######## tl_ul_multiport_monitor ########
Fig. 1: tl_ul_multiport_monitor, track usage over the die
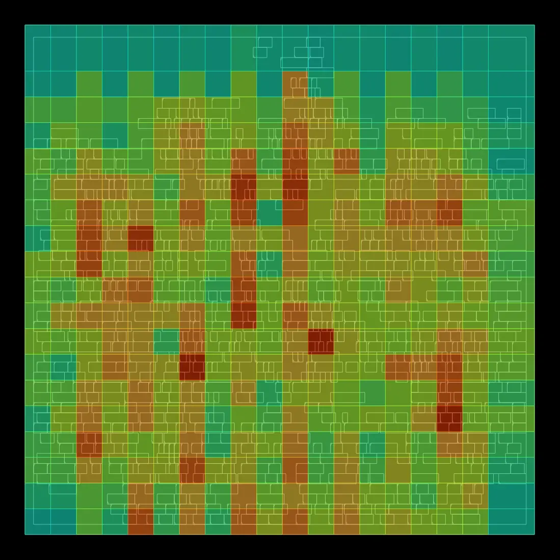

==> config.mk <==
export PLATFORM = sky130hd
export DESIGN_NAME = tl_ul_multiport_monitor
export DESIGN_NICKNAME = d
export VERILOG_FILES = /design/src/rtl/tl_ul_multiport_monitor.sv
export SDC_FILE = /design/constraint.sdc
export NUM_CORES = 1
export LEC_CHECK = 0
export ABC_CLOCK_PERIOD_IN_PS = 3500
export CORE_MARGIN = 2
export CORE_UTILIZATION = 40
export CTS_CLUSTER_DIAMETER = 80
export DETAILED_ROUTE_END_ITERATION = 7
export PLACE_DENSITY_LB_ADDON = 0.3
export REMOVE_ABC_BUFFERS = 1
export SLEW_MARGIN = 0
export SYNTH_ARGS = -nofsm -noshare
export SYNTH_HDL_FRONTEND = slang
export SYNTH_SLANG_ARGS = --single-unit
export TNS_END_PERCENT = 5
==> constraint.sdc <==
create_clock -name clock -period 3.5 [get_ports clock]
set_clock_uncertainty 0.05 [all_clocks]
set_input_delay 0.7 -clock clock [delete_from_list [all_inputs] [get_ports clock]]
set_output_delay 0.7 -clock clock [all_outputs]
set_load 0.03 [all_outputs]
==> src/rtl/tl_ul_multiport_monitor.sv <==
// Passive N-port TL-UL checker: per-source pending tracking, sticky per-port error flags, first-error capture.
// Errors register one cycle after the offending cycle; observes only, so it never applies backpressure.
module tl_ul_multiport_monitor #(
  parameter int NUM_PORTS      = 2,
  parameter int ADDR_W         = 32,
  parameter int DATA_W         = 32,
  parameter int SOURCE_W       = 2,
  parameter int SIZE_W         = 2,
  parameter int TIMEOUT_CYCLES = 1024,
  localparam int BYTES         = DATA_W / 8,
  localparam int PORT_W        = (NUM_PORTS > 1) ? $clog2(NUM_PORTS) : 1
) (
  input  logic                             clock,
  input  logic                             reset,
  input  logic [NUM_PORTS-1:0]             a_valid,
  input  logic [NUM_PORTS-1:0]             a_ready,
  input  logic [3*NUM_PORTS-1:0]           a_opcode,
  input  logic [SIZE_W*NUM_PORTS-1:0]      a_size,
  input  logic [SOURCE_W*NUM_PORTS-1:0]    a_source,
  input  logic [ADDR_W*NUM_PORTS-1:0]      a_address,
  input  logic [BYTES*NUM_PORTS-1:0]       a_mask,
  input  logic [NUM_PORTS-1:0]             d_valid,
  input  logic [NUM_PORTS-1:0]             d_ready,
  input  logic [3*NUM_PORTS-1:0]           d_opcode,
  input  logic [SOURCE_W*NUM_PORTS-1:0]    d_source,
  input  logic                             err_clear,
  output logic [9*NUM_PORTS-1:0]           err_flags,
  output logic                             err_any,
  output logic                             first_err_valid,
  output logic [PORT_W-1:0]                first_err_port,
  output logic [3:0]                       first_err_code,
  output logic [(SOURCE_W+1)*NUM_PORTS-1:0] inflight_cnt
);
  localparam int LOG_BYTES = $clog2(BYTES);
  localparam int NSRC      = 1 << SOURCE_W;
  localparam int CNT_W     = (TIMEOUT_CYCLES > 0) ? $clog2(TIMEOUT_CYCLES + 1) : 1;
  localparam logic [2:0] OP_PUT_FULL = 3'd0;
  localparam logic [2:0] OP_PUT_PART = 3'd1;
  localparam logic [2:0] OP_GET      = 3'd4;
  localparam logic [2:0] OP_ACK      = 3'd0;
  localparam logic [2:0] OP_ACK_DATA = 3'd1;

  // Byte lanes a naturally aligned access of 2^size bytes may touch on this bus.
  function automatic logic [BYTES-1:0] lane_mask(input logic [SIZE_W-1:0] size,
                                                  input logic [ADDR_W-1:0] addr);
    int nb;
    int off;
    logic [BYTES-1:0] m;
    nb  = 1 << size;
    off = int'(addr & ADDR_W'(BYTES - 1));
    off = off & ~(nb - 1);
    m   = '0;
    for (int i = 0; i < BYTES; i++) m[i] = (i >= off) && (i < off + nb);
    return m;
  endfunction

  logic [9*NUM_PORTS-1:0] err_new;
  logic [PORT_W-1:0]      fe_port;
  logic [3:0]             fe_code;

  for (genvar p = 0; p < NUM_PORTS; p++) begin : g_port
    logic                a_fire, d_fire, same_src, get_eff, tmo;
    logic [2:0]          a_op, d_op, a_op_h, d_op_h;
    logic [SIZE_W-1:0]   a_sz, a_sz_h;
    logic [SOURCE_W-1:0] a_src, d_src, a_src_h, d_src_h;
    logic [ADDR_W-1:0]   a_addr, a_addr_h;
    logic [BYTES-1:0]    a_msk, a_msk_h, exp_msk;
    logic                a_hold, d_hold;
    logic [NSRC-1:0]     pend, pend_get, pend_nxt, get_nxt;
    logic [SOURCE_W:0]   inflight_q, inflight_nxt;
    logic [8:0]          err;

    assign a_op     = a_opcode[3*p +: 3];
    assign a_sz     = a_size[SIZE_W*p +: SIZE_W];
    assign a_src    = a_source[SOURCE_W*p +: SOURCE_W];
    assign a_addr   = a_address[ADDR_W*p +: ADDR_W];
    assign a_msk    = a_mask[BYTES*p +: BYTES];
    assign d_op     = d_opcode[3*p +: 3];
    assign d_src    = d_source[SOURCE_W*p +: SOURCE_W];
    assign a_fire   = a_valid[p] & a_ready[p];
    assign d_fire   = d_valid[p] & d_ready[p];
    assign same_src = a_fire && d_fire && (a_src == d_src);
    assign exp_msk  = lane_mask(a_sz, a_addr);

    always_comb begin
      err     = '0;
      err[0]  = a_hold && (!a_valid[p] || a_op != a_op_h || a_sz != a_sz_h ||
                           a_src != a_src_h || a_addr != a_addr_h || a_msk != a_msk_h);
      err[1]  = d_hold && (!d_valid[p] || d_op != d_op_h || d_src != d_src_h);
      err[2]  = a_valid[p] && (!(a_op inside {OP_PUT_FULL, OP_PUT_PART, OP_GET}) ||
                               int'(a_sz) > LOG_BYTES);
      err[3]  = a_valid[p] && ((a_addr & ~({ADDR_W{1'b1}} << a_sz)) != '0);
      if (a_valid[p]) begin
        if (a_op == OP_PUT_PART)
          err[4] = (a_msk & ~exp_msk) != '0;
        else if (a_op == OP_PUT_FULL || a_op == OP_GET)
          err[4] = a_msk != exp_msk;
      end
      err[5]  = a_fire && pend[a_src] && !same_src;
      err[6]  = d_fire && !pend[d_src] && !same_src;
      // A zero-latency response answers the request presented in the same cycle.
      get_eff = (same_src && !pend[d_src]) ? (a_op == OP_GET) : pend_get[d_src];
      err[7]  = d_valid[p] && (d_op != (get_eff ? OP_ACK_DATA : OP_ACK));
      err[8]  = tmo;
    end

    always_comb begin
      pend_nxt     = pend;
      get_nxt      = pend_get;
      inflight_nxt = '0;
      if (d_fire) pend_nxt[d_src] = 1'b0;
      if (a_fire && !(same_src && !pend[a_src])) begin
        pend_nxt[a_src] = 1'b1;
        get_nxt[a_src]  = (a_op == OP_GET);
      end
      for (int i = 0; i < NSRC; i++) inflight_nxt = inflight_nxt + (SOURCE_W+1)'(pend_nxt[i]);
    end

    always_ff @(posedge clock) begin
      if (reset) begin
        pend       <= '0;
        pend_get   <= '0;
        a_hold     <= 1'b0;
        d_hold     <= 1'b0;
        inflight_q <= '0;
      end else begin
        pend       <= pend_nxt;
        pend_get   <= get_nxt;
        a_hold     <= a_valid[p] & ~a_ready[p];
        d_hold     <= d_valid[p] & ~d_ready[p];
        inflight_q <= inflight_nxt;
      end
    end

    always_ff @(posedge clock) begin
      a_op_h   <= a_op;
      a_sz_h   <= a_sz;
      a_src_h  <= a_src;
      a_addr_h <= a_addr;
      a_msk_h  <= a_msk;
      d_op_h   <= d_op;
      d_src_h  <= d_src;
    end

    if (TIMEOUT_CYCLES > 0) begin : g_tmo
      logic [CNT_W-1:0] tcnt;
      always_ff @(posedge clock) begin
        if (reset || d_fire || pend == '0) tcnt <= '0;
        else if (tcnt != CNT_W'(TIMEOUT_CYCLES)) tcnt <= tcnt + CNT_W'(1);
      end
      assign tmo = (tcnt == CNT_W'(TIMEOUT_CYCLES));
    end else begin : g_no_tmo
      assign tmo = 1'b0;
    end

    assign err_new[9*p +: 9] = err;
    assign inflight_cnt[(SOURCE_W+1)*p +: SOURCE_W+1] = inflight_q;
  end

  // Descending scan so the lowest port, then lowest bit, is the last to win.
  always_comb begin
    fe_port = '0;
    fe_code = '0;
    for (int p = NUM_PORTS - 1; p >= 0; p--)
      for (int b = 8; b >= 0; b--)
        if (err_new[9*p + b]) begin
          fe_port = PORT_W'(p);
          fe_code = 4'(b);
        end
  end

  always_ff @(posedge clock) begin
    if (reset || err_clear) begin
      err_flags       <= '0;
      first_err_valid <= 1'b0;
      first_err_port  <= '0;
      first_err_code  <= '0;
    end else begin
      err_flags <= err_flags | err_new;
      if (!first_err_valid && err_new != '0) begin
        first_err_valid <= 1'b1;
        first_err_port  <= fe_port;
        first_err_code  <= fe_code;
      end
    end
  end

  assign err_any = |err_flags;
endmodule

######## mem_access_unit ########
**config.mk**
```make
export PLATFORM = sky130hd
export DESIGN_NAME = mem_access_unit
export DESIGN_NICKNAME = d
export VERILOG_FILES = /design/src/rtl/mem_pkg.sv /design/src/rtl/mem_load_assembler.sv /design/src/rtl/mem_access_unit.sv
export SDC_FILE = /design/constraint.sdc
export NUM_CORES = 1
export LEC_CHECK = 0
export CAP_MARGIN = 10
export CORE_AREA = 2 2 180 129
export CTS_BUF_LIST = sky130_fd_sc_hd__clkbuf_2 sky130_fd_sc_hd__clkbuf_4 sky130_fd_sc_hd__clkbuf_8
export CTS_CLUSTER_SIZE = 16
export DETAILED_ROUTE_END_ITERATION = 12
export DIE_AREA = 0 0 182 131
export PLACE_DENSITY = 0.85
export REMOVE_ABC_BUFFERS = 1
export SLEW_MARGIN = 20
export SYNTH_ARGS = -nofsm -noshare
export SYNTH_HDL_FRONTEND = slang
export SYNTH_SLANG_ARGS = --single-unit
```
**constraint.sdc**
```tcl
create_clock -name CLK -period 5.2 [get_ports CLK]
set_input_delay 0.78 -clock CLK [delete_from_list [all_inputs] [get_ports CLK]]
set_output_delay 0.78 -clock CLK [all_outputs]
set_load 0.01 [all_outputs]
```
**src/rtl/mem_pkg.sv**
```systemverilog
// Shared types, constants and access-classification helpers for the data-port
// memory access unit.
package mem_pkg;

    typedef enum logic [1:0] {
        MEM_BYTE = 2'd0,
        MEM_HALF = 2'd1,
        MEM_WORD = 2'd2
    } mem_size_t;

    typedef enum logic [1:0] {
        S_IDLE,
        S_ISSUE,
        S_DRAIN,
        S_RESP
    } mau_state_t;

    localparam logic [31:0] IO_BASE = 32'h1100_0000;

    function automatic logic [3:0] size_bytes(input logic [1:0] size);
        return 4'd1 << size;
    endfunction

    // True when the access cannot be served by one in-word memory access.
    function automatic logic needs_split(input logic [1:0] size, input logic [1:0] off);
        return !((size == MEM_BYTE) ||
                 (size == MEM_HALF && off != 2'd3) ||
                 (size == MEM_WORD && off == 2'd0));
    endfunction

endpackage

```
**src/rtl/mem_load_assembler.sv**
```systemverilog
// Merges one returned byte into the load buffer and applies sign/zero
// extension for loads that were split into byte accesses.
module mem_load_assembler
    import mem_pkg::*;
(
    input  logic [31:0] raw_i,
    input  logic [31:0] dout_i,
    input  logic [1:0]  lane_i,
    input  logic        split_i,
    input  logic [1:0]  size_i,
    input  logic        zext_i,
    output logic [31:0] merged_o,
    output logic [31:0] result_o
);

    // NOTE: every output gets a default at the top of always_comb so no path leaves it unassigned (no latch).
    always_comb begin
        merged_o = dout_i;
        if (split_i) begin
            merged_o = raw_i;
            merged_o[{lane_i, 3'b000} +: 8] = dout_i[7:0];
        end

        result_o = merged_o;
        // Only split halves need extension; the upper lanes hold stale bytes.
        if (split_i && size_i == MEM_HALF) begin
            result_o = zext_i ? {16'h0000, merged_o[15:0]}
                              : {{16{merged_o[15]}}, merged_o[15:0]};
        end
    end

endmodule

```
**src/rtl/mem_access_unit.sv**
```systemverilog
// CPU-side initiator for the BRAM data port: accepts one load/store at a time,
// splits word-crossing accesses into byte accesses and reassembles load data.
module mem_access_unit
    import mem_pkg::*;
#(
    parameter logic [31:0] IO_BASE = mem_pkg::IO_BASE
) (
    input  logic        CLK,
    input  logic        RST,
    input  logic        REQ_VALID,
    output logic        REQ_READY,
    input  logic        REQ_WE,
    input  logic [31:0] REQ_ADDR,
    input  logic [31:0] REQ_WDATA,
    input  logic [1:0]  REQ_SIZE,
    input  logic        REQ_SIGN,
    output logic        RSP_VALID,
    output logic [31:0] RSP_RDATA,
    output logic        RSP_ERR,
    output logic [31:0] MEM_ADDR2,
    output logic [31:0] MEM_DIN2,
    output logic        MEM_WRITE2,
    output logic        MEM_READ2,
    output logic [1:0]  MEM_SIZE,
    output logic        MEM_SIGN,
    input  logic [31:0] MEM_DOUT2
);

    mau_state_t  state_q;
    logic        ready_q;
    logic        we_q, sign_q, split_q;
    logic [1:0]  size_q, last_q, cnt_q;
    logic [31:0] addr_q, wdata_q;
    logic        cap_en_q;
    logic [1:0]  cap_lane_q;
    logic [31:0] raw_q;
    logic        rsp_valid_q, rsp_err_q;
    logic [31:0] rsp_rdata_q;
    logic [31:0] mem_addr_q, mem_din_q;
    logic        mem_write_q, mem_read_q, mem_sign_q;
    logic [1:0]  mem_size_q;

    logic [3:0]  req_bytes;
    logic [32:0] req_end;
    logic        req_split, req_err;
    logic [1:0]  req_last;

    always_comb begin
        req_bytes = size_bytes(REQ_SIZE);
        req_end   = {1'b0, REQ_ADDR} + 33'(req_bytes) - 33'd1;
        req_split = needs_split(REQ_SIZE, REQ_ADDR[1:0]);
        req_err   = (REQ_SIZE == 2'd3) || req_end[32] ||
                    (req_split && (REQ_ADDR >= IO_BASE || req_end[31:0] >= IO_BASE));
        req_last  = req_split ? 2'(req_bytes - 4'd1) : 2'd0;
    end

    // Sub-access drive: sub 0 straight from the request at accept, later subs from the held copy.
    logic        src_split, src_sign;
    logic [1:0]  src_size, sub_idx;
    logic [31:0] src_addr, src_wdata;
    logic [31:0] mem_addr_d, mem_din_d;
    logic [1:0]  mem_size_d;
    logic        mem_sign_d;

    always_comb begin
        if (state_q == S_IDLE) begin
            src_addr  = REQ_ADDR;
            src_wdata = REQ_WDATA;
            src_size  = REQ_SIZE;
            src_sign  = REQ_SIGN;
            src_split = req_split;
            sub_idx   = 2'd0;
        end else begin
            src_addr  = addr_q;
            src_wdata = wdata_q;
            src_size  = size_q;
            src_sign  = sign_q;
            src_split = split_q;
            sub_idx   = cnt_q + 2'd1;
        end
        mem_addr_d = src_addr + 32'(sub_idx);
        mem_din_d  = src_split ? {24'h000000, src_wdata[{sub_idx, 3'b000} +: 8]} : src_wdata;
        mem_size_d = src_split ? MEM_BYTE : src_size;
        mem_sign_d = src_split | src_sign;
    end

    logic [31:0] merged, result;

    mem_load_assembler u_asm (
        .raw_i    (raw_q),
        .dout_i   (MEM_DOUT2),
        .lane_i   (cap_lane_q),
        .split_i  (split_q),
        .size_i   (size_q),
        .zext_i   (sign_q),
        .merged_o (merged),
        .result_o (result)
    );

    always_ff @(posedge CLK) begin
        if (RST) begin
            state_q     <= S_IDLE;
            ready_q     <= 1'b0;
            cnt_q       <= 2'd0;
            cap_en_q    <= 1'b0;
            rsp_valid_q <= 1'b0;
            rsp_err_q   <= 1'b0;
            rsp_rdata_q <= '0;
            mem_addr_q  <= '0;
            mem_din_q   <= '0;
            mem_write_q <= 1'b0;
            mem_read_q  <= 1'b0;
            mem_size_q  <= 2'd0;
            mem_sign_q  <= 1'b0;
            // NOTE: held request fields and the load buffer are written before use, so they carry no reset.
        end else begin
            cap_en_q    <= mem_read_q;
            cap_lane_q  <= cnt_q;
            if (cap_en_q) begin
                raw_q <= merged;
            end

            rsp_valid_q <= 1'b0;
            rsp_err_q   <= 1'b0;
            rsp_rdata_q <= '0;
            mem_addr_q  <= '0;
            mem_din_q   <= '0;
            mem_write_q <= 1'b0;
            mem_read_q  <= 1'b0;
            mem_size_q  <= 2'd0;
            mem_sign_q  <= 1'b0;

            unique case (state_q)
                S_IDLE: begin
                    ready_q <= 1'b1;
                    if (REQ_VALID && ready_q) begin
                        ready_q <= 1'b0;
                        we_q    <= REQ_WE;
                        addr_q  <= REQ_ADDR;
                        wdata_q <= REQ_WDATA;
                        size_q  <= REQ_SIZE;
                        sign_q  <= REQ_SIGN;
                        split_q <= req_split;
                        last_q  <= req_last;
                        cnt_q   <= 2'd0;
                        if (req_err) begin
                            state_q     <= S_RESP;
                            rsp_valid_q <= 1'b1;
                            rsp_err_q   <= 1'b1;
                        end else begin
                            state_q     <= S_ISSUE;
                            mem_addr_q  <= mem_addr_d;
                            mem_din_q   <= mem_din_d;
                            mem_size_q  <= mem_size_d;
                            mem_sign_q  <= mem_sign_d;
                            mem_write_q <= REQ_WE;
                            mem_read_q  <= !REQ_WE;
                        end
                    end
                end
                S_ISSUE: begin
                    if (cnt_q == last_q) begin
                        state_q     <= we_q ? S_RESP : S_DRAIN;
                        rsp_valid_q <= we_q;
                    end else begin
                        cnt_q       <= cnt_q + 2'd1;
                        mem_addr_q  <= mem_addr_d;
                        mem_din_q   <= mem_din_d;
                        mem_size_q  <= mem_size_d;
                        mem_sign_q  <= mem_sign_d;
                        mem_write_q <= we_q;
                        mem_read_q  <= !we_q;
                    end
                end
                S_DRAIN: begin
                    state_q     <= S_RESP;
                    rsp_valid_q <= 1'b1;
                    rsp_rdata_q <= result;
                end
                S_RESP: begin
                    state_q <= S_IDLE;
                    ready_q <= 1'b1;
                end
                default: state_q <= S_IDLE;
            endcase
        end
    end

    assign REQ_READY  = ready_q;
    assign RSP_VALID  = rsp_valid_q;
    assign RSP_RDATA  = rsp_rdata_q;
    assign RSP_ERR    = rsp_err_q;
    assign MEM_ADDR2  = mem_addr_q;
    assign MEM_DIN2   = mem_din_q;
    assign MEM_WRITE2 = mem_write_q;
    assign MEM_READ2  = mem_read_q;
    assign MEM_SIZE   = mem_size_q;
    assign MEM_SIGN   = mem_sign_q;

endmodule
```
######## secuenciador_micro ########
`config.mk`:
```
export PLATFORM = sky130hd
export DESIGN_NAME = secuenciador_micro
export DESIGN_NICKNAME = d
export VERILOG_FILES = /design/src/rtl/secuenciador_pkg.sv /design/src/rtl/pila_retorno.sv /design/src/rtl/secuenciador_micro.sv
export SDC_FILE = /design/constraint.sdc
export NUM_CORES = 1
export LEC_CHECK = 0
export CELL_PAD_IN_SITES_DETAIL_PLACEMENT = 1
export CELL_PAD_IN_SITES_GLOBAL_PLACEMENT = 1
export CORE_MARGIN = 2
export CORE_UTILIZATION = 40
export CTS_CLUSTER_DIAMETER = 60
export DETAILED_ROUTE_END_ITERATION = 7
export HOLD_SLACK_MARGIN = 0.12
export PLACE_DENSITY = 0.81
export SLEW_MARGIN = 20
export SYNTH_ARGS = -nofsm -noshare
export SYNTH_HDL_FRONTEND = slang
export SYNTH_HIERARCHICAL = 1
export SYNTH_SLANG_ARGS = --single-unit
```
`constraint.sdc`:
```
create_clock -name CLK -period 1.98 [get_ports CLK]
set_input_delay 0.396 -clock CLK [delete_from_list [all_inputs] [get_ports CLK]]
set_output_delay 0.396 -clock CLK [all_outputs]
set_load 0.03 [all_outputs]
```
`src/rtl/secuenciador_pkg.sv`:
```
// Shared definitions for the microprogram sequencer: operation codes,
// condition-select constants and default sizes.
package secuenciador_pkg;

  localparam int ADDR_W_DEF      = 8;
  localparam int STACK_DEPTH_DEF = 4;

  typedef enum logic [1:0] {
    OP_CONT    = 2'b00,
    OP_SALTO   = 2'b01,
    OP_LLAMADA = 2'b10,
    OP_RETORNO = 2'b11
  } op_e;

  localparam logic [2:0] SEL_SIEMPRE = 3'd6;
  localparam logic [2:0] SEL_NUNCA   = 3'd7;

endpackage

```
`src/rtl/pila_retorno.sv`:
```
// Return-address LIFO. The top entry is read combinationally so that a pop can
// redirect the sequencer in the same cycle; contents are never reset.
module pila_retorno #(
  parameter int W     = 8,
  parameter int DEPTH = 4
) (
  input  logic         clk,
  input  logic         rst,
  input  logic         push,
  input  logic         pop,
  input  logic [W-1:0] din,
  output logic [W-1:0] dout,
  output logic         full,
  output logic         empty
);

  localparam int PW = $clog2(DEPTH + 1);
  localparam int IW = $clog2(DEPTH);

  logic [W-1:0]  mem [DEPTH];
  logic [PW-1:0] ptr_q, ptr_d;
  logic [IW-1:0] wr_idx, rd_idx;

  assign full   = (ptr_q == PW'(DEPTH));
  assign empty  = (ptr_q == '0);
  assign wr_idx = ptr_q[IW-1:0];
  assign rd_idx = IW'(ptr_q - PW'(1));
  assign dout   = mem[rd_idx];

  always_comb begin
    ptr_d = ptr_q;
    if (push && !full)
      ptr_d = ptr_q + PW'(1);
    else if (pop && !empty)
      ptr_d = ptr_q - PW'(1);
  end

  always_ff @(posedge clk or posedge rst) begin
    if (rst)
      ptr_q <= '0;
    else
      ptr_q <= ptr_d;
  end

  // Storage carries no reset: an emptied pointer makes stale entries unreachable.
  always_ff @(posedge clk) begin
    if (push && !full)
      mem[wr_idx] <= din;
  end

endmodule

```
`src/rtl/secuenciador_micro.sv`:
```
// Microprogram sequencer: condition select, next-address choice and call/return
// stack. Define SECUENCIADOR_CONTADOR_SALTOS_EN to add the taken-branch counter.
module secuenciador_micro
  import secuenciador_pkg::*;
#(
  parameter int ADDR_W      = ADDR_W_DEF,
  parameter int STACK_DEPTH = STACK_DEPTH_DEF
) (
  input  logic              CLK,
  input  logic              RESET,
  input  logic              HABILITAR,
  input  logic [1:0]        OP,
  input  logic [2:0]        SEL,
  input  logic              POLARIDAD,
  input  logic [5:0]        CONDICIONES,
  input  logic [ADDR_W-1:0] DIR_SALTO,
  output logic [ADDR_W-1:0] DIRECCION,
  output logic              PILA_LLENA,
  output logic              PILA_VACIA,
  output logic              ERROR_PILA
`ifdef SECUENCIADOR_CONTADOR_SALTOS_EN
  ,
  output logic [15:0]       SALTOS_TOMADOS
`endif
);

  op_e               op;
  logic [7:0]        cond_vec;
  logic              cond;
  logic [ADDR_W-1:0] dir_q, dir_d, inc;
  logic              err_q, err_d;
  logic              push, pop, taken;
  logic [ADDR_W-1:0] pila_dout;
  logic              pila_full, pila_empty;

  assign op = op_e'(OP);
  // Index 6 is constant true, index 7 constant false.
  assign cond_vec = {1'b0, 1'b1, CONDICIONES};
  assign cond     = cond_vec[SEL] ^ POLARIDAD;
  assign inc      = dir_q + ADDR_W'(1);

  always_comb begin
    dir_d = dir_q;
    err_d = err_q;
    push  = 1'b0;
    pop   = 1'b0;
    taken = 1'b0;
    if (HABILITAR) begin
      dir_d = inc;
      unique case (op)
        OP_CONT: ;
        OP_SALTO: begin
          if (cond) begin
            dir_d = DIR_SALTO;
            taken = 1'b1;
          end
        end
        OP_LLAMADA: begin
          if (cond && !pila_full) begin
            push  = 1'b1;
            dir_d = DIR_SALTO;
            taken = 1'b1;
          end else if (cond) begin
            err_d = 1'b1;
          end
        end
        OP_RETORNO: begin
          if (cond && !pila_empty) begin
            pop   = 1'b1;
            dir_d = pila_dout;
            taken = 1'b1;
          end else if (cond) begin
            err_d = 1'b1;
          end
        end
        default: ;
      endcase
    end
  end

  always_ff @(posedge CLK or posedge RESET) begin
    if (RESET) begin
      dir_q <= '0;
      err_q <= 1'b0;
    end else begin
      dir_q <= dir_d;
      err_q <= err_d;
    end
  end

  pila_retorno #(
    .W     (ADDR_W),
    .DEPTH (STACK_DEPTH)
  ) u_pila (
    .clk   (CLK),
    .rst   (RESET),
    .push  (push),
    .pop   (pop),
    .din   (inc),
    .dout  (pila_dout),
    .full  (pila_full),
    .empty (pila_empty)
  );

  assign DIRECCION  = dir_q;
  assign PILA_LLENA = pila_full;
  assign PILA_VACIA = pila_empty;
  assign ERROR_PILA = err_q;

`ifdef SECUENCIADOR_CONTADOR_SALTOS_EN
  logic [15:0] saltos_q, saltos_d;

  always_comb begin
    saltos_d = saltos_q;
    if (taken && saltos_q != 16'hFFFF)
      saltos_d = saltos_q + 16'd1;
  end

  always_ff @(posedge CLK or posedge RESET) begin
    if (RESET)
      saltos_q <= '0;
    else
      saltos_q <= saltos_d;
  end

  assign SALTOS_TOMADOS = saltos_q;
`else
  logic unused_taken;
  assign unused_taken = taken;
`endif

endmodule

```
######## fetch_seq_flat ########
$ cat src/rtl/fetch_seq_pkg.sv
`default_nettype none
// ============================================================================
// Module   : fetch_pkg
// Brief    : Shared constants for the fetch sequencer (next-PC selects,
//            FSM state encodings, default reset PC).
// Revision : 1.0
// ============================================================================
package fetch_pkg;

    localparam logic [1:0] NPC_SEQ = 2'b00;
    localparam logic [1:0] NPC_BR  = 2'b01;
    localparam logic [1:0] NPC_J   = 2'b10;
    localparam logic [1:0] NPC_JR  = 2'b11;

    localparam logic [1:0] S_RST   = 2'd0;
    localparam logic [1:0] S_FETCH = 2'd1;
    localparam logic [1:0] S_VALID = 2'd2;

    localparam logic [31:0] RESET_PC_DEFAULT = 32'h0000_3000;

endpackage
`default_nettype wire

$ cat src/rtl/fetch_seq_if.sv
`default_nettype none
// ============================================================================
// Module   : fetch_seq_if
// Brief    : Instruction-memory request/acknowledge bus.
// Revision : 1.0
// ============================================================================
interface fetch_seq_if;
    import fetch_pkg::*;

    logic        imem_req;
    logic [31:0] imem_addr;
    logic        imem_ack;
    logic [31:0] imem_rdata;

    modport master (
        output imem_req,
        output imem_addr,
        input  imem_ack,
        input  imem_rdata
    );

    modport slave (
        input  imem_req,
        input  imem_addr,
        output imem_ack,
        output imem_rdata
    );

endinterface
`default_nettype wire

$ cat src/rtl/fetch_seq_npc_target.sv
`default_nettype none
// ============================================================================
// Module   : npc_target
// Brief    : Combinational next-PC calculator; returns a word-aligned address
//            and flags when the raw target was misaligned.
// Revision : 1.0
// ============================================================================
module npc_target
    import fetch_pkg::*;
(
    input  wire logic [31:0] pc,
    input  wire logic [1:0]  npcop,
    input  wire logic [15:0] imm16,
    input  wire logic [25:0] imm26,
    input  wire logic [31:0] jr_target,
    output logic      [31:0] next,
    output logic             misaligned
);

    logic [31:0] w_seq;
    logic [31:0] w_raw;

    assign w_seq = pc + 32'd4;

    always_comb begin
        w_raw = w_seq;
        case (npcop)
            NPC_SEQ: w_raw = w_seq;
            NPC_BR:  w_raw = w_seq + {{14{imm16[15]}}, imm16, 2'b00};
            NPC_J:   w_raw = {pc[31:28], imm26, 2'b00};
            NPC_JR:  w_raw = jr_target;
            default: w_raw = w_seq;
        endcase
    end

    // Only a register jump can produce low bits; the fetch still proceeds
    // from the truncated word address.
    assign misaligned = (w_raw[1:0] != 2'b00);
    assign next       = {w_raw[31:2], 2'b00};

endmodule
`default_nettype wire

$ cat src/rtl/fetch_seq.sv
`default_nettype none
// ============================================================================
// Module   : fetch_seq
// Brief    : Program-counter owner; fetches one word per instruction from
//            imem and holds it for decode until consumed.
// Revision : 1.0
// ============================================================================
module fetch_seq
    import fetch_pkg::*;
#(
    parameter logic [31:0] RESET_PC = RESET_PC_DEFAULT,
    parameter int          TIMEOUT  = 16
)(
    input  wire logic        clk,
    input  wire logic        rst,
    input  wire logic [1:0]  npcop,
    input  wire logic [15:0] imm16,
    input  wire logic [25:0] imm26,
    input  wire logic [31:0] jr_target,
    input  wire logic        stall,
    fetch_seq_if.master      imem,
    output logic             inst_valid,
    output logic      [31:0] inst,
    output logic      [31:0] inst_pc,
    output logic      [31:0] inst_count,
    output logic             fetch_err,
    output logic             addr_err
);

    localparam int          c_wait_w   = (TIMEOUT > 2) ? $clog2(TIMEOUT) : 1;
    localparam logic [c_wait_w-1:0] c_wait_max = c_wait_w'(TIMEOUT - 1);

    logic [1:0]          r_state;
    logic [31:0]         r_pc;
    logic [31:0]         r_inst;
    logic [31:0]         r_inst_pc;
    logic [31:0]         r_count;
    logic [c_wait_w-1:0] r_wait;
    logic                r_fetch_err;
    logic                r_addr_err;

    logic [31:0]         w_next;
    logic                w_misaligned;

    npc_target u_npc (
        .pc         (r_inst_pc),
        .npcop      (npcop),
        .imm16      (imm16),
        .imm26      (imm26),
        .jr_target  (jr_target),
        .next       (w_next),
        .misaligned (w_misaligned)
    );

    always_ff @(posedge clk) begin
        if (rst) begin
            r_state     <= S_RST;
            r_pc        <= RESET_PC;
            r_inst      <= '0;
            r_inst_pc   <= RESET_PC;
            r_count     <= '0;
            r_wait      <= '0;
            r_fetch_err <= 1'b0;
            r_addr_err  <= 1'b0;
        end else begin
            case (r_state)
                S_RST: r_state <= S_FETCH;
                S_FETCH: begin
                    if (imem.imem_ack) begin
                        r_inst    <= imem.imem_rdata;
                        r_inst_pc <= r_pc;
                        r_wait    <= '0;
                        r_state   <= S_VALID;
                    end else if (r_wait == c_wait_max) begin
                        // Counter parks at its ceiling; the error is sticky.
                        r_fetch_err <= 1'b1;
                    end else begin
                        r_wait <= r_wait + 1'b1;
                    end
                end
                S_VALID: begin
                    if (!stall) begin
                        r_pc    <= w_next;
                        r_count <= r_count + 32'd1;
                        r_state <= S_FETCH;
                        if (w_misaligned) begin
                            r_addr_err <= 1'b1;
                        end
                    end
                end
                default: r_state <= S_RST;
            endcase
        end
    end

    assign imem.imem_req  = (r_state == S_FETCH);
    assign imem.imem_addr = r_pc;
    assign inst_valid     = (r_state == S_VALID);
    assign inst           = r_inst;
    assign inst_pc        = r_inst_pc;
    assign inst_count     = r_count;
    assign fetch_err      = r_fetch_err;
    assign addr_err       = r_addr_err;

endmodule
`default_nettype wire

$ cat src/flat_wrapper.sv
// flat-port wrapper written by rule: the top's interface ports become plain ports
module fetch_seq_flat import fetch_pkg::*;
#(
    parameter logic [31:0] RESET_PC = RESET_PC_DEFAULT,
    parameter int          TIMEOUT  = 16
)
  (clk, rst, npcop, imm16, imm26, jr_target, stall, inst_valid, inst, inst_pc, inst_count, fetch_err, addr_err, imem_imem_req, imem_imem_addr, imem_imem_ack, imem_imem_rdata);
  fetch_seq_if imem_i ();
  input  wire logic clk;
  input  wire logic rst;
  input  wire logic [1:0] npcop;
  input  wire logic [15:0] imm16;
  input  wire logic [25:0] imm26;
  input  wire logic [31:0] jr_target;
  input  wire logic stall;
  output logic inst_valid;
  output logic      [31:0] inst;
  output logic      [31:0] inst_pc;
  output logic      [31:0] inst_count;
  output logic fetch_err;
  output logic addr_err;
  output wire logic [$bits(imem_i.imem_req)-1:0] imem_imem_req;
  output wire logic [$bits(imem_i.imem_addr)-1:0] imem_imem_addr;
  input wire logic [$bits(imem_i.imem_ack)-1:0] imem_imem_ack;
  input wire logic [$bits(imem_i.imem_rdata)-1:0] imem_imem_rdata;
  assign imem_imem_req = imem_i.imem_req;
  assign imem_imem_addr = imem_i.imem_addr;
  assign imem_i.imem_ack = imem_imem_ack;
  assign imem_i.imem_rdata = imem_imem_rdata;
  fetch_seq #(.RESET_PC(RESET_PC), .TIMEOUT(TIMEOUT)) u_core (.clk(clk), .rst(rst), .npcop(npcop), .imm16(imm16), .imm26(imm26), .jr_target(jr_target), .stall(stall), .imem(imem_i), .inst_valid(inst_valid), .inst(inst), .inst_pc(inst_pc), .inst_count(inst_count), .fetch_err(fetch_err), .addr_err(addr_err));
endmodule
$ cat config.mk
export PLATFORM = sky130hd
export DESIGN_NAME = fetch_seq_flat
export DESIGN_NICKNAME = d
export VERILOG_FILES = /design/src/rtl/fetch_seq_pkg.sv /design/src/rtl/fetch_seq_if.sv /design/src/rtl/fetch_seq_npc_target.sv /design/src/rtl/fetch_seq.sv /design/src/flat_wrapper.sv
export SDC_FILE = /design/constraint.sdc
export NUM_CORES = 1
export LEC_CHECK = 0
export ABC_CLOCK_PERIOD_IN_PS = 4980
export CAP_MARGIN = 10
export CORE_UTILIZATION = 40
export CTS_CLUSTER_SIZE = 10
export DETAILED_ROUTE_END_ITERATION = 6
export HOLD_SLACK_MARGIN = 0.02
export PLACE_DENSITY = 0.81
export SYNTH_ARGS = -nofsm -noshare
export SYNTH_HDL_FRONTEND = slang
export SYNTH_HIERARCHICAL = 1
export SYNTH_SLANG_ARGS = --single-unit
export TNS_END_PERCENT = 10
$ cat constraint.sdc
create_clock -name clk -period 4.98 [get_ports clk]
set_clock_uncertainty 0.2 [all_clocks]
set_input_delay 0.498 -clock clk [delete_from_list [all_inputs] [get_ports clk]]
set_output_delay 0.498 -clock clk [all_outputs]
set_load 0.1 [all_outputs]
Fig. 2: secuenciador_micro, routed metal, one colour a layer
Two of the layers only.
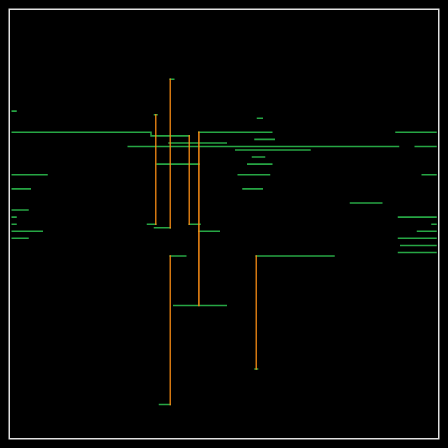
[green] M3 | wire length: 274 um
[orange] M4 | wire length: 150 um
DR WL/cell: 21.4 um
GRT Util Overall: 21.9%
total wire length: 7.39 mm

==> out/qor.yml, secuenciador_micro <==
clock_tree:
  clockBufferDepth: 2
  holdBufCountCts: 0
  htreeDepth: 2
  clkTransAtPathRegs_ns: 0.09
run_status:
  outcome: "finished with violations"
  violations: "negative setup slack"
setup_path:
  r2r_slack_ns: 0.03
  path_buffers: 2
  r2r_cells: 9
  slowest_stage: "nor4_4"
sta:
  worst_slack_ns: -0.281
  holdWs_ns: 0.301
  setup_violations: 41
  fin_setup_tns_ns: -9.69
power:
  leakage_nw: 1.30
  power.share.sequential_pct: 33.1
cells_and_area:
  sh_comb_area_pct: 36.7
  clk_share_pct: 3.53
logic_synthesis:
  fa_ha_area_share_pct: 3.57
  syn_avg_cell_area_um2: 12.3
  ys_ff: 44
  top_area_share_pct: 39.1
  netlist_area_mm2: 0.00246
grt:
  grt_pass1_wl_mm: 10.7
floorplanning:
  num_rows: 28
## secuenciador_micro: per-layer routing
| layer | GRT usage, % | share of wire, % | vias to the layer above | wire length [um] |
|---|---|---|---|---|
| met5 | 0 | 0 | - | 0 |
| met4 | 7.33 | 2.0 | 0 | 150 |
| met3 | 3.37 | 3.7 | 14 | 273 |
| met2 | 36.9 | 53 | 51 | 3930 |
| met1 | 28.7 | 41 | 1003 | 3040 |
| li1 | - | - | 893 | - |
## secuenciador_micro: sequential cells by signal, indices dropped and copies added, names as in the netlist
register and flops:
u_pila/mem 32, DIRECCION 8, u_pila/ptr_q 3, ERROR_PILA 1
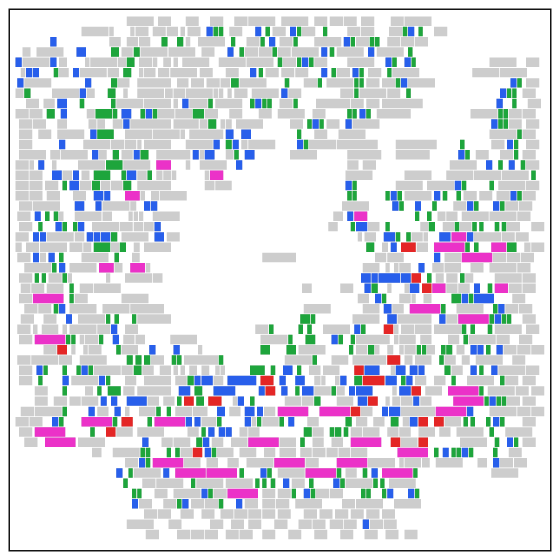
Fig. 3. Gate families picked out (fetch_seq_flat).
[magenta] mux cells | cells: 36
[blue] aoi and oai cells | cells: 199 | where: spread over the die
[green] nand cells | cells: 284 | where: spread over the die
[red] non-inverting ao/oa cells | cells: 22
Comb area share: 44.3%
final cell count without fillers: 1459
Commonest Layout Cell: clkdlybuf4s50_1

==> out/qor.yml, fetch_seq_flat <==
setup_path:
  path_buffers: 0
  arrival_ns: 4.50
cells_and_area:
  diodes: 0
  drive_above_1_share_pct: 8.88
route:
  antenna_left: 0
  routed_via_density: 5.41
sta:
  post-route-period-util_pct: 88.6
  rsz0062_at_grt: "false"
run_status:
  outcome: "completed"
clock_tree:
  cts_tree: "built"
  clockBufferDepth: 2
power:
  switchingPower_uw: 858
logic_synthesis:
  netlist_area_mm2: 0.00796
  xor_share_pct: 7.26
  synth_cell_types: 68
==> fetch_seq_flat: flip-flops by register name, summed over array words and instances (netlist names) <==
register / count
u_core/imem.imem_addr: 32
u_core/inst: 32
u_core/inst_count: 32
u_core/inst_pc: 32
u_core/r_wait: 4
u_core/r_state: 2
u_core/addr_err: 1
u_core/fetch_err: 1
==> fetch_seq_flat: cell families after synthesis <==
logic type	Yosys count
xor gates and xnor gates	66
DFF	136
adders and majority gates	37
muxes	36
AOI/OAI and AO/OA	221
buffers and inverters	70
other	1
and+or+nand+nor	395
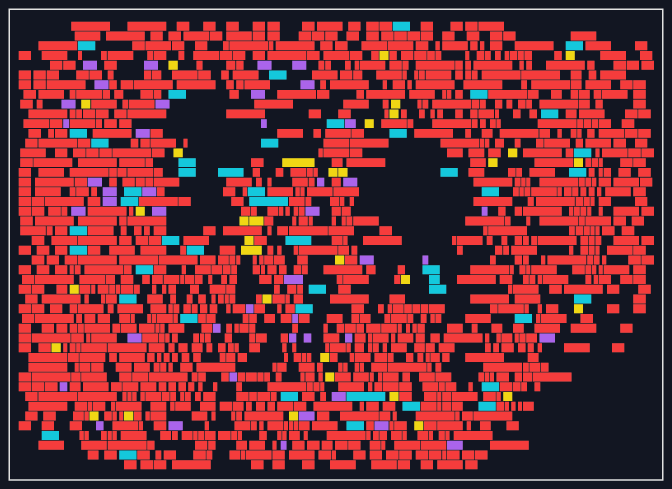
Fig. 4. Sizing map (mem_access_unit).
[red] x1 and smaller | cells: 1161
[purple] x2 | cells: 43
[yellow] x3 and x4 | cells: 33
[cyan] x6 and larger | cells: 46
final setup margin: 0.378 ns
Synth-to-Final Area Change: 30.3%
Buffers excl. clock: 226

Fig. 5: mem_access_unit, routed metal, one colour a layer
Two of the layers only.
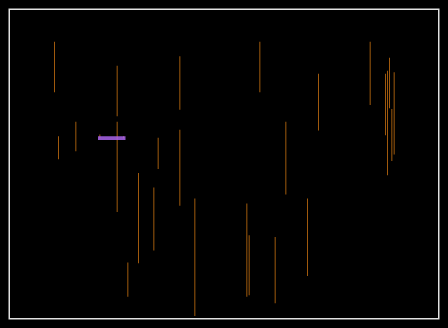
[purple] M5 | wire length: 10.1 um
[orange] M4 | wire length: 675 um
GRT Util Overall: 23.4%
DR WL/cell: 18.3 um
via count: 8713

==> out/qor.yml, mem_access_unit <==
run_status:
  outcome: "completed"
grt:
  use_met2_pct: 35.0
  grt_start_max_net_pins: 75
logic_synthesis:
  synth.most_common_cell: "dfxtp_1"
  xor_share_pct: 3.13
  ys_area_mm2: 0.0106
  synth-warning-count: 0
floorplanning:
  core_mm2: 0.0222
  fp-utilization_pct: 47.9
cells_and_area:
  clkbuf_count: 53
route:
  first_pass_iters: 5
  dr_wl_met2_mm: 12.1
  wl_met3_mm: 2.74
sta:
  finalHoldViolations: 0
power:
  switchingPower_mw: 1.78
  powerSeq_mw: 1.99
placement:
  place_worst_setup_slack_ns: -0.108
  dp_hpwl_mm: 20.5
setup_path:
  crit_required_ns: 5.56
  critPathKind: "in -> reg"
  timing.rr.end: "MEM_ADDR2[27]"
==> mem_access_unit: worst max-delay path, stage by stage <==
cell	delay (ns)
clkdlybuf4s50_1	0.52
or2_2	0.35
ha_1	0.19
inv_1	0.05
ha_1	0.15
inv_1	0.06
fa_1	0.37
nor2b_1	0.11
o221ai_1	0.11
a2111o_1	0.48
a211o_1	0.33
nand2_1	0.10
xnor2_1	0.11
a2111oi_0	0.08
buf_4	0.15
o211a_1	0.25
a21oi_4	0.62
buf_4	0.31
a211oi_2	0.05
Fig. 6: tl_ul_multiport_monitor, sequential cells grouped by signal name
Scale bar: 50 um. Other sequential cells in the stronger grey, the rest of the logic in the fainter grey.
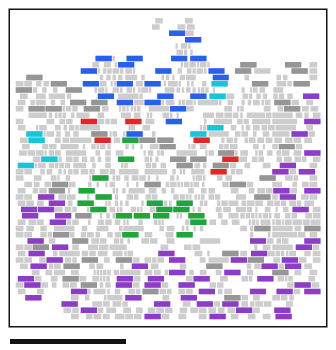
[green] err_flags | placed flops: 18
[red] g_port.d_op_h | placed flops: 6 | where: middle
[blue] g_port.g_tmo.tcnt | placed flops: 22 | where: top middle
[purple] g_port.a_addr_h | placed flops: 64
[cyan] g_port.pend_get | placed flops: 8
sequential share of cell area: 34.3%
seq pwr: 2.03 mW
Flop area: 0.00336 mm^2
Final Util: 56.9%

Fig. 7: tl_ul_multiport_monitor, gate families picked out
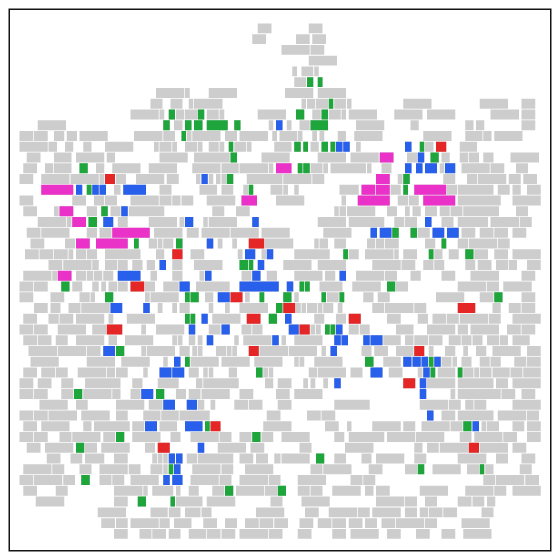
[green] nand cells | cells: 83
[red] non-inverting ao/oa cells | cells: 18
[magenta] mux cells | cells: 16
[blue] aoi and oai cells | cells: 77
final cell count without fillers: 1151
Commonest Layout Cell: dfxtp_1
Comb area share: 36.1%

Notes on Fig. 1 above:
grt met3 use: 5.15%
met1 Use GR: 23.0%
Most Used Layer, Global Route: met2
GRT Util Overall: 18.4%
DR WL/cell: 14.2 um

==> out/qor.yml, tl_ul_multiport_monitor <==
logic_synthesis:
  ys_sh_simple_pct: 18.6
  fa_ha_area_share_pct: 3.77
  yosysTopAreaCell: "dfxtp_1"
power:
  power_mw: 4.49
  clockPowerShare_pct: 41.1
setup_path:
  arrival_ns: 3.63
  path_buffers: 1
  r2r-start: "g_port[1].pend[2]"
  slowest_stage: "dlygate4sd2_1"
  r2r_slack_ns: 0.67
  crit_chain: "dlygate4sd2_1 > xnor2_1 > nor2_1 > ha_1 > a21oi_1 > nand2_1 > o21ai_0 > a22o_1 > ha_1 > nor4_1 > o21ai_1 > a21o_2 > and2b_2 > and4bb_4 > a41oi_4 > a31o_2"
  critPathKind: "in -> reg"
  cp_max_fo: 6
  crit_required_ns: 3.76
run_status:
  outcome: "completed"
cells_and_area:
  area.growth.synth_to_final_pct: 39.6
  clkbuf_count: 21
  inverters: 24
  buffers: 211
  n_fill_cell: 1511
  top_register: "g_port.a_addr_h"
  diodes: 0
sta:
  fin_setup_tns_ns: 0
  worst_pin_slew_ns: 0.967
  fmax_ghz: 0.297
grt:
  grt_pass1_wl_mm: 26.9
  grt_start_max_net_pins: 20
clock_tree:
  post_cts_resized: 6
worst_hold_path:
  hold_path.startpoint: "err_flags[5]"
## tl_ul_multiport_monitor: metal layers
metal	track usage (%)	vias up
met2	31.3	119
met5	0	-
met1	23.0	2575
met4	4.75	0
li1	-	2867
met3	5.15	7
## tl_ul_multiport_monitor: per-stage QoR
step / setup slack, ns / cell area (um^2)
finish: 0.134 / 9810
global route: 0.00423 / 9810
CTS: -0.0000542 / 9710
detailed placement: -0.529 / 9120
global placement: -0.501 / 9120
floorplan: 0.0802 / 6920

## Gallery

Track usage over the die.
Plate I
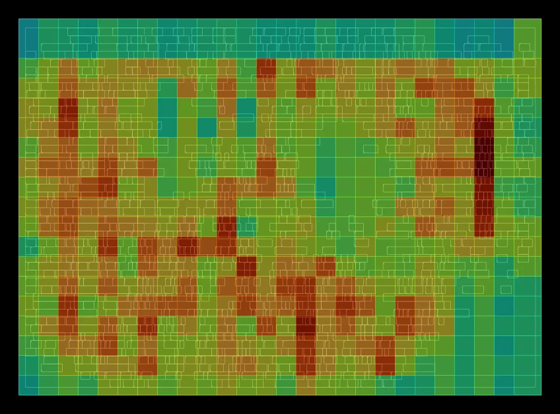
Plate II
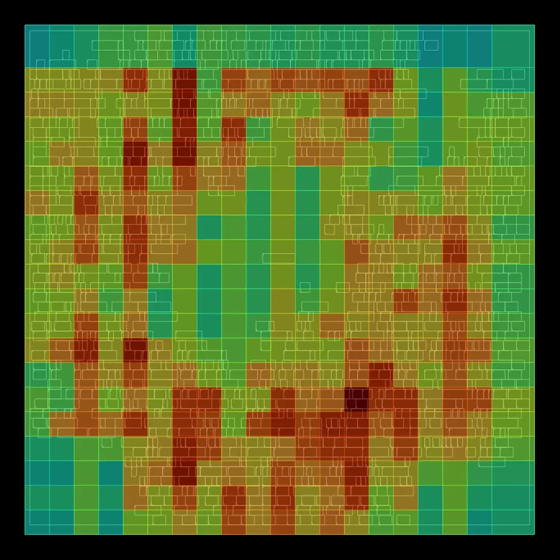
Plate III
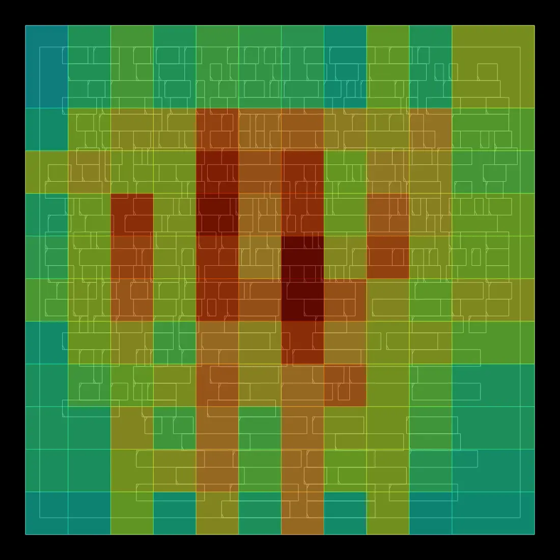
- most wire per cell: Plate III
- Plate III = secuenciador_micro
- Plate I = mem_access_unit
- Plate II = fetch_seq_flat


Power and IR drop assume default switching activity.
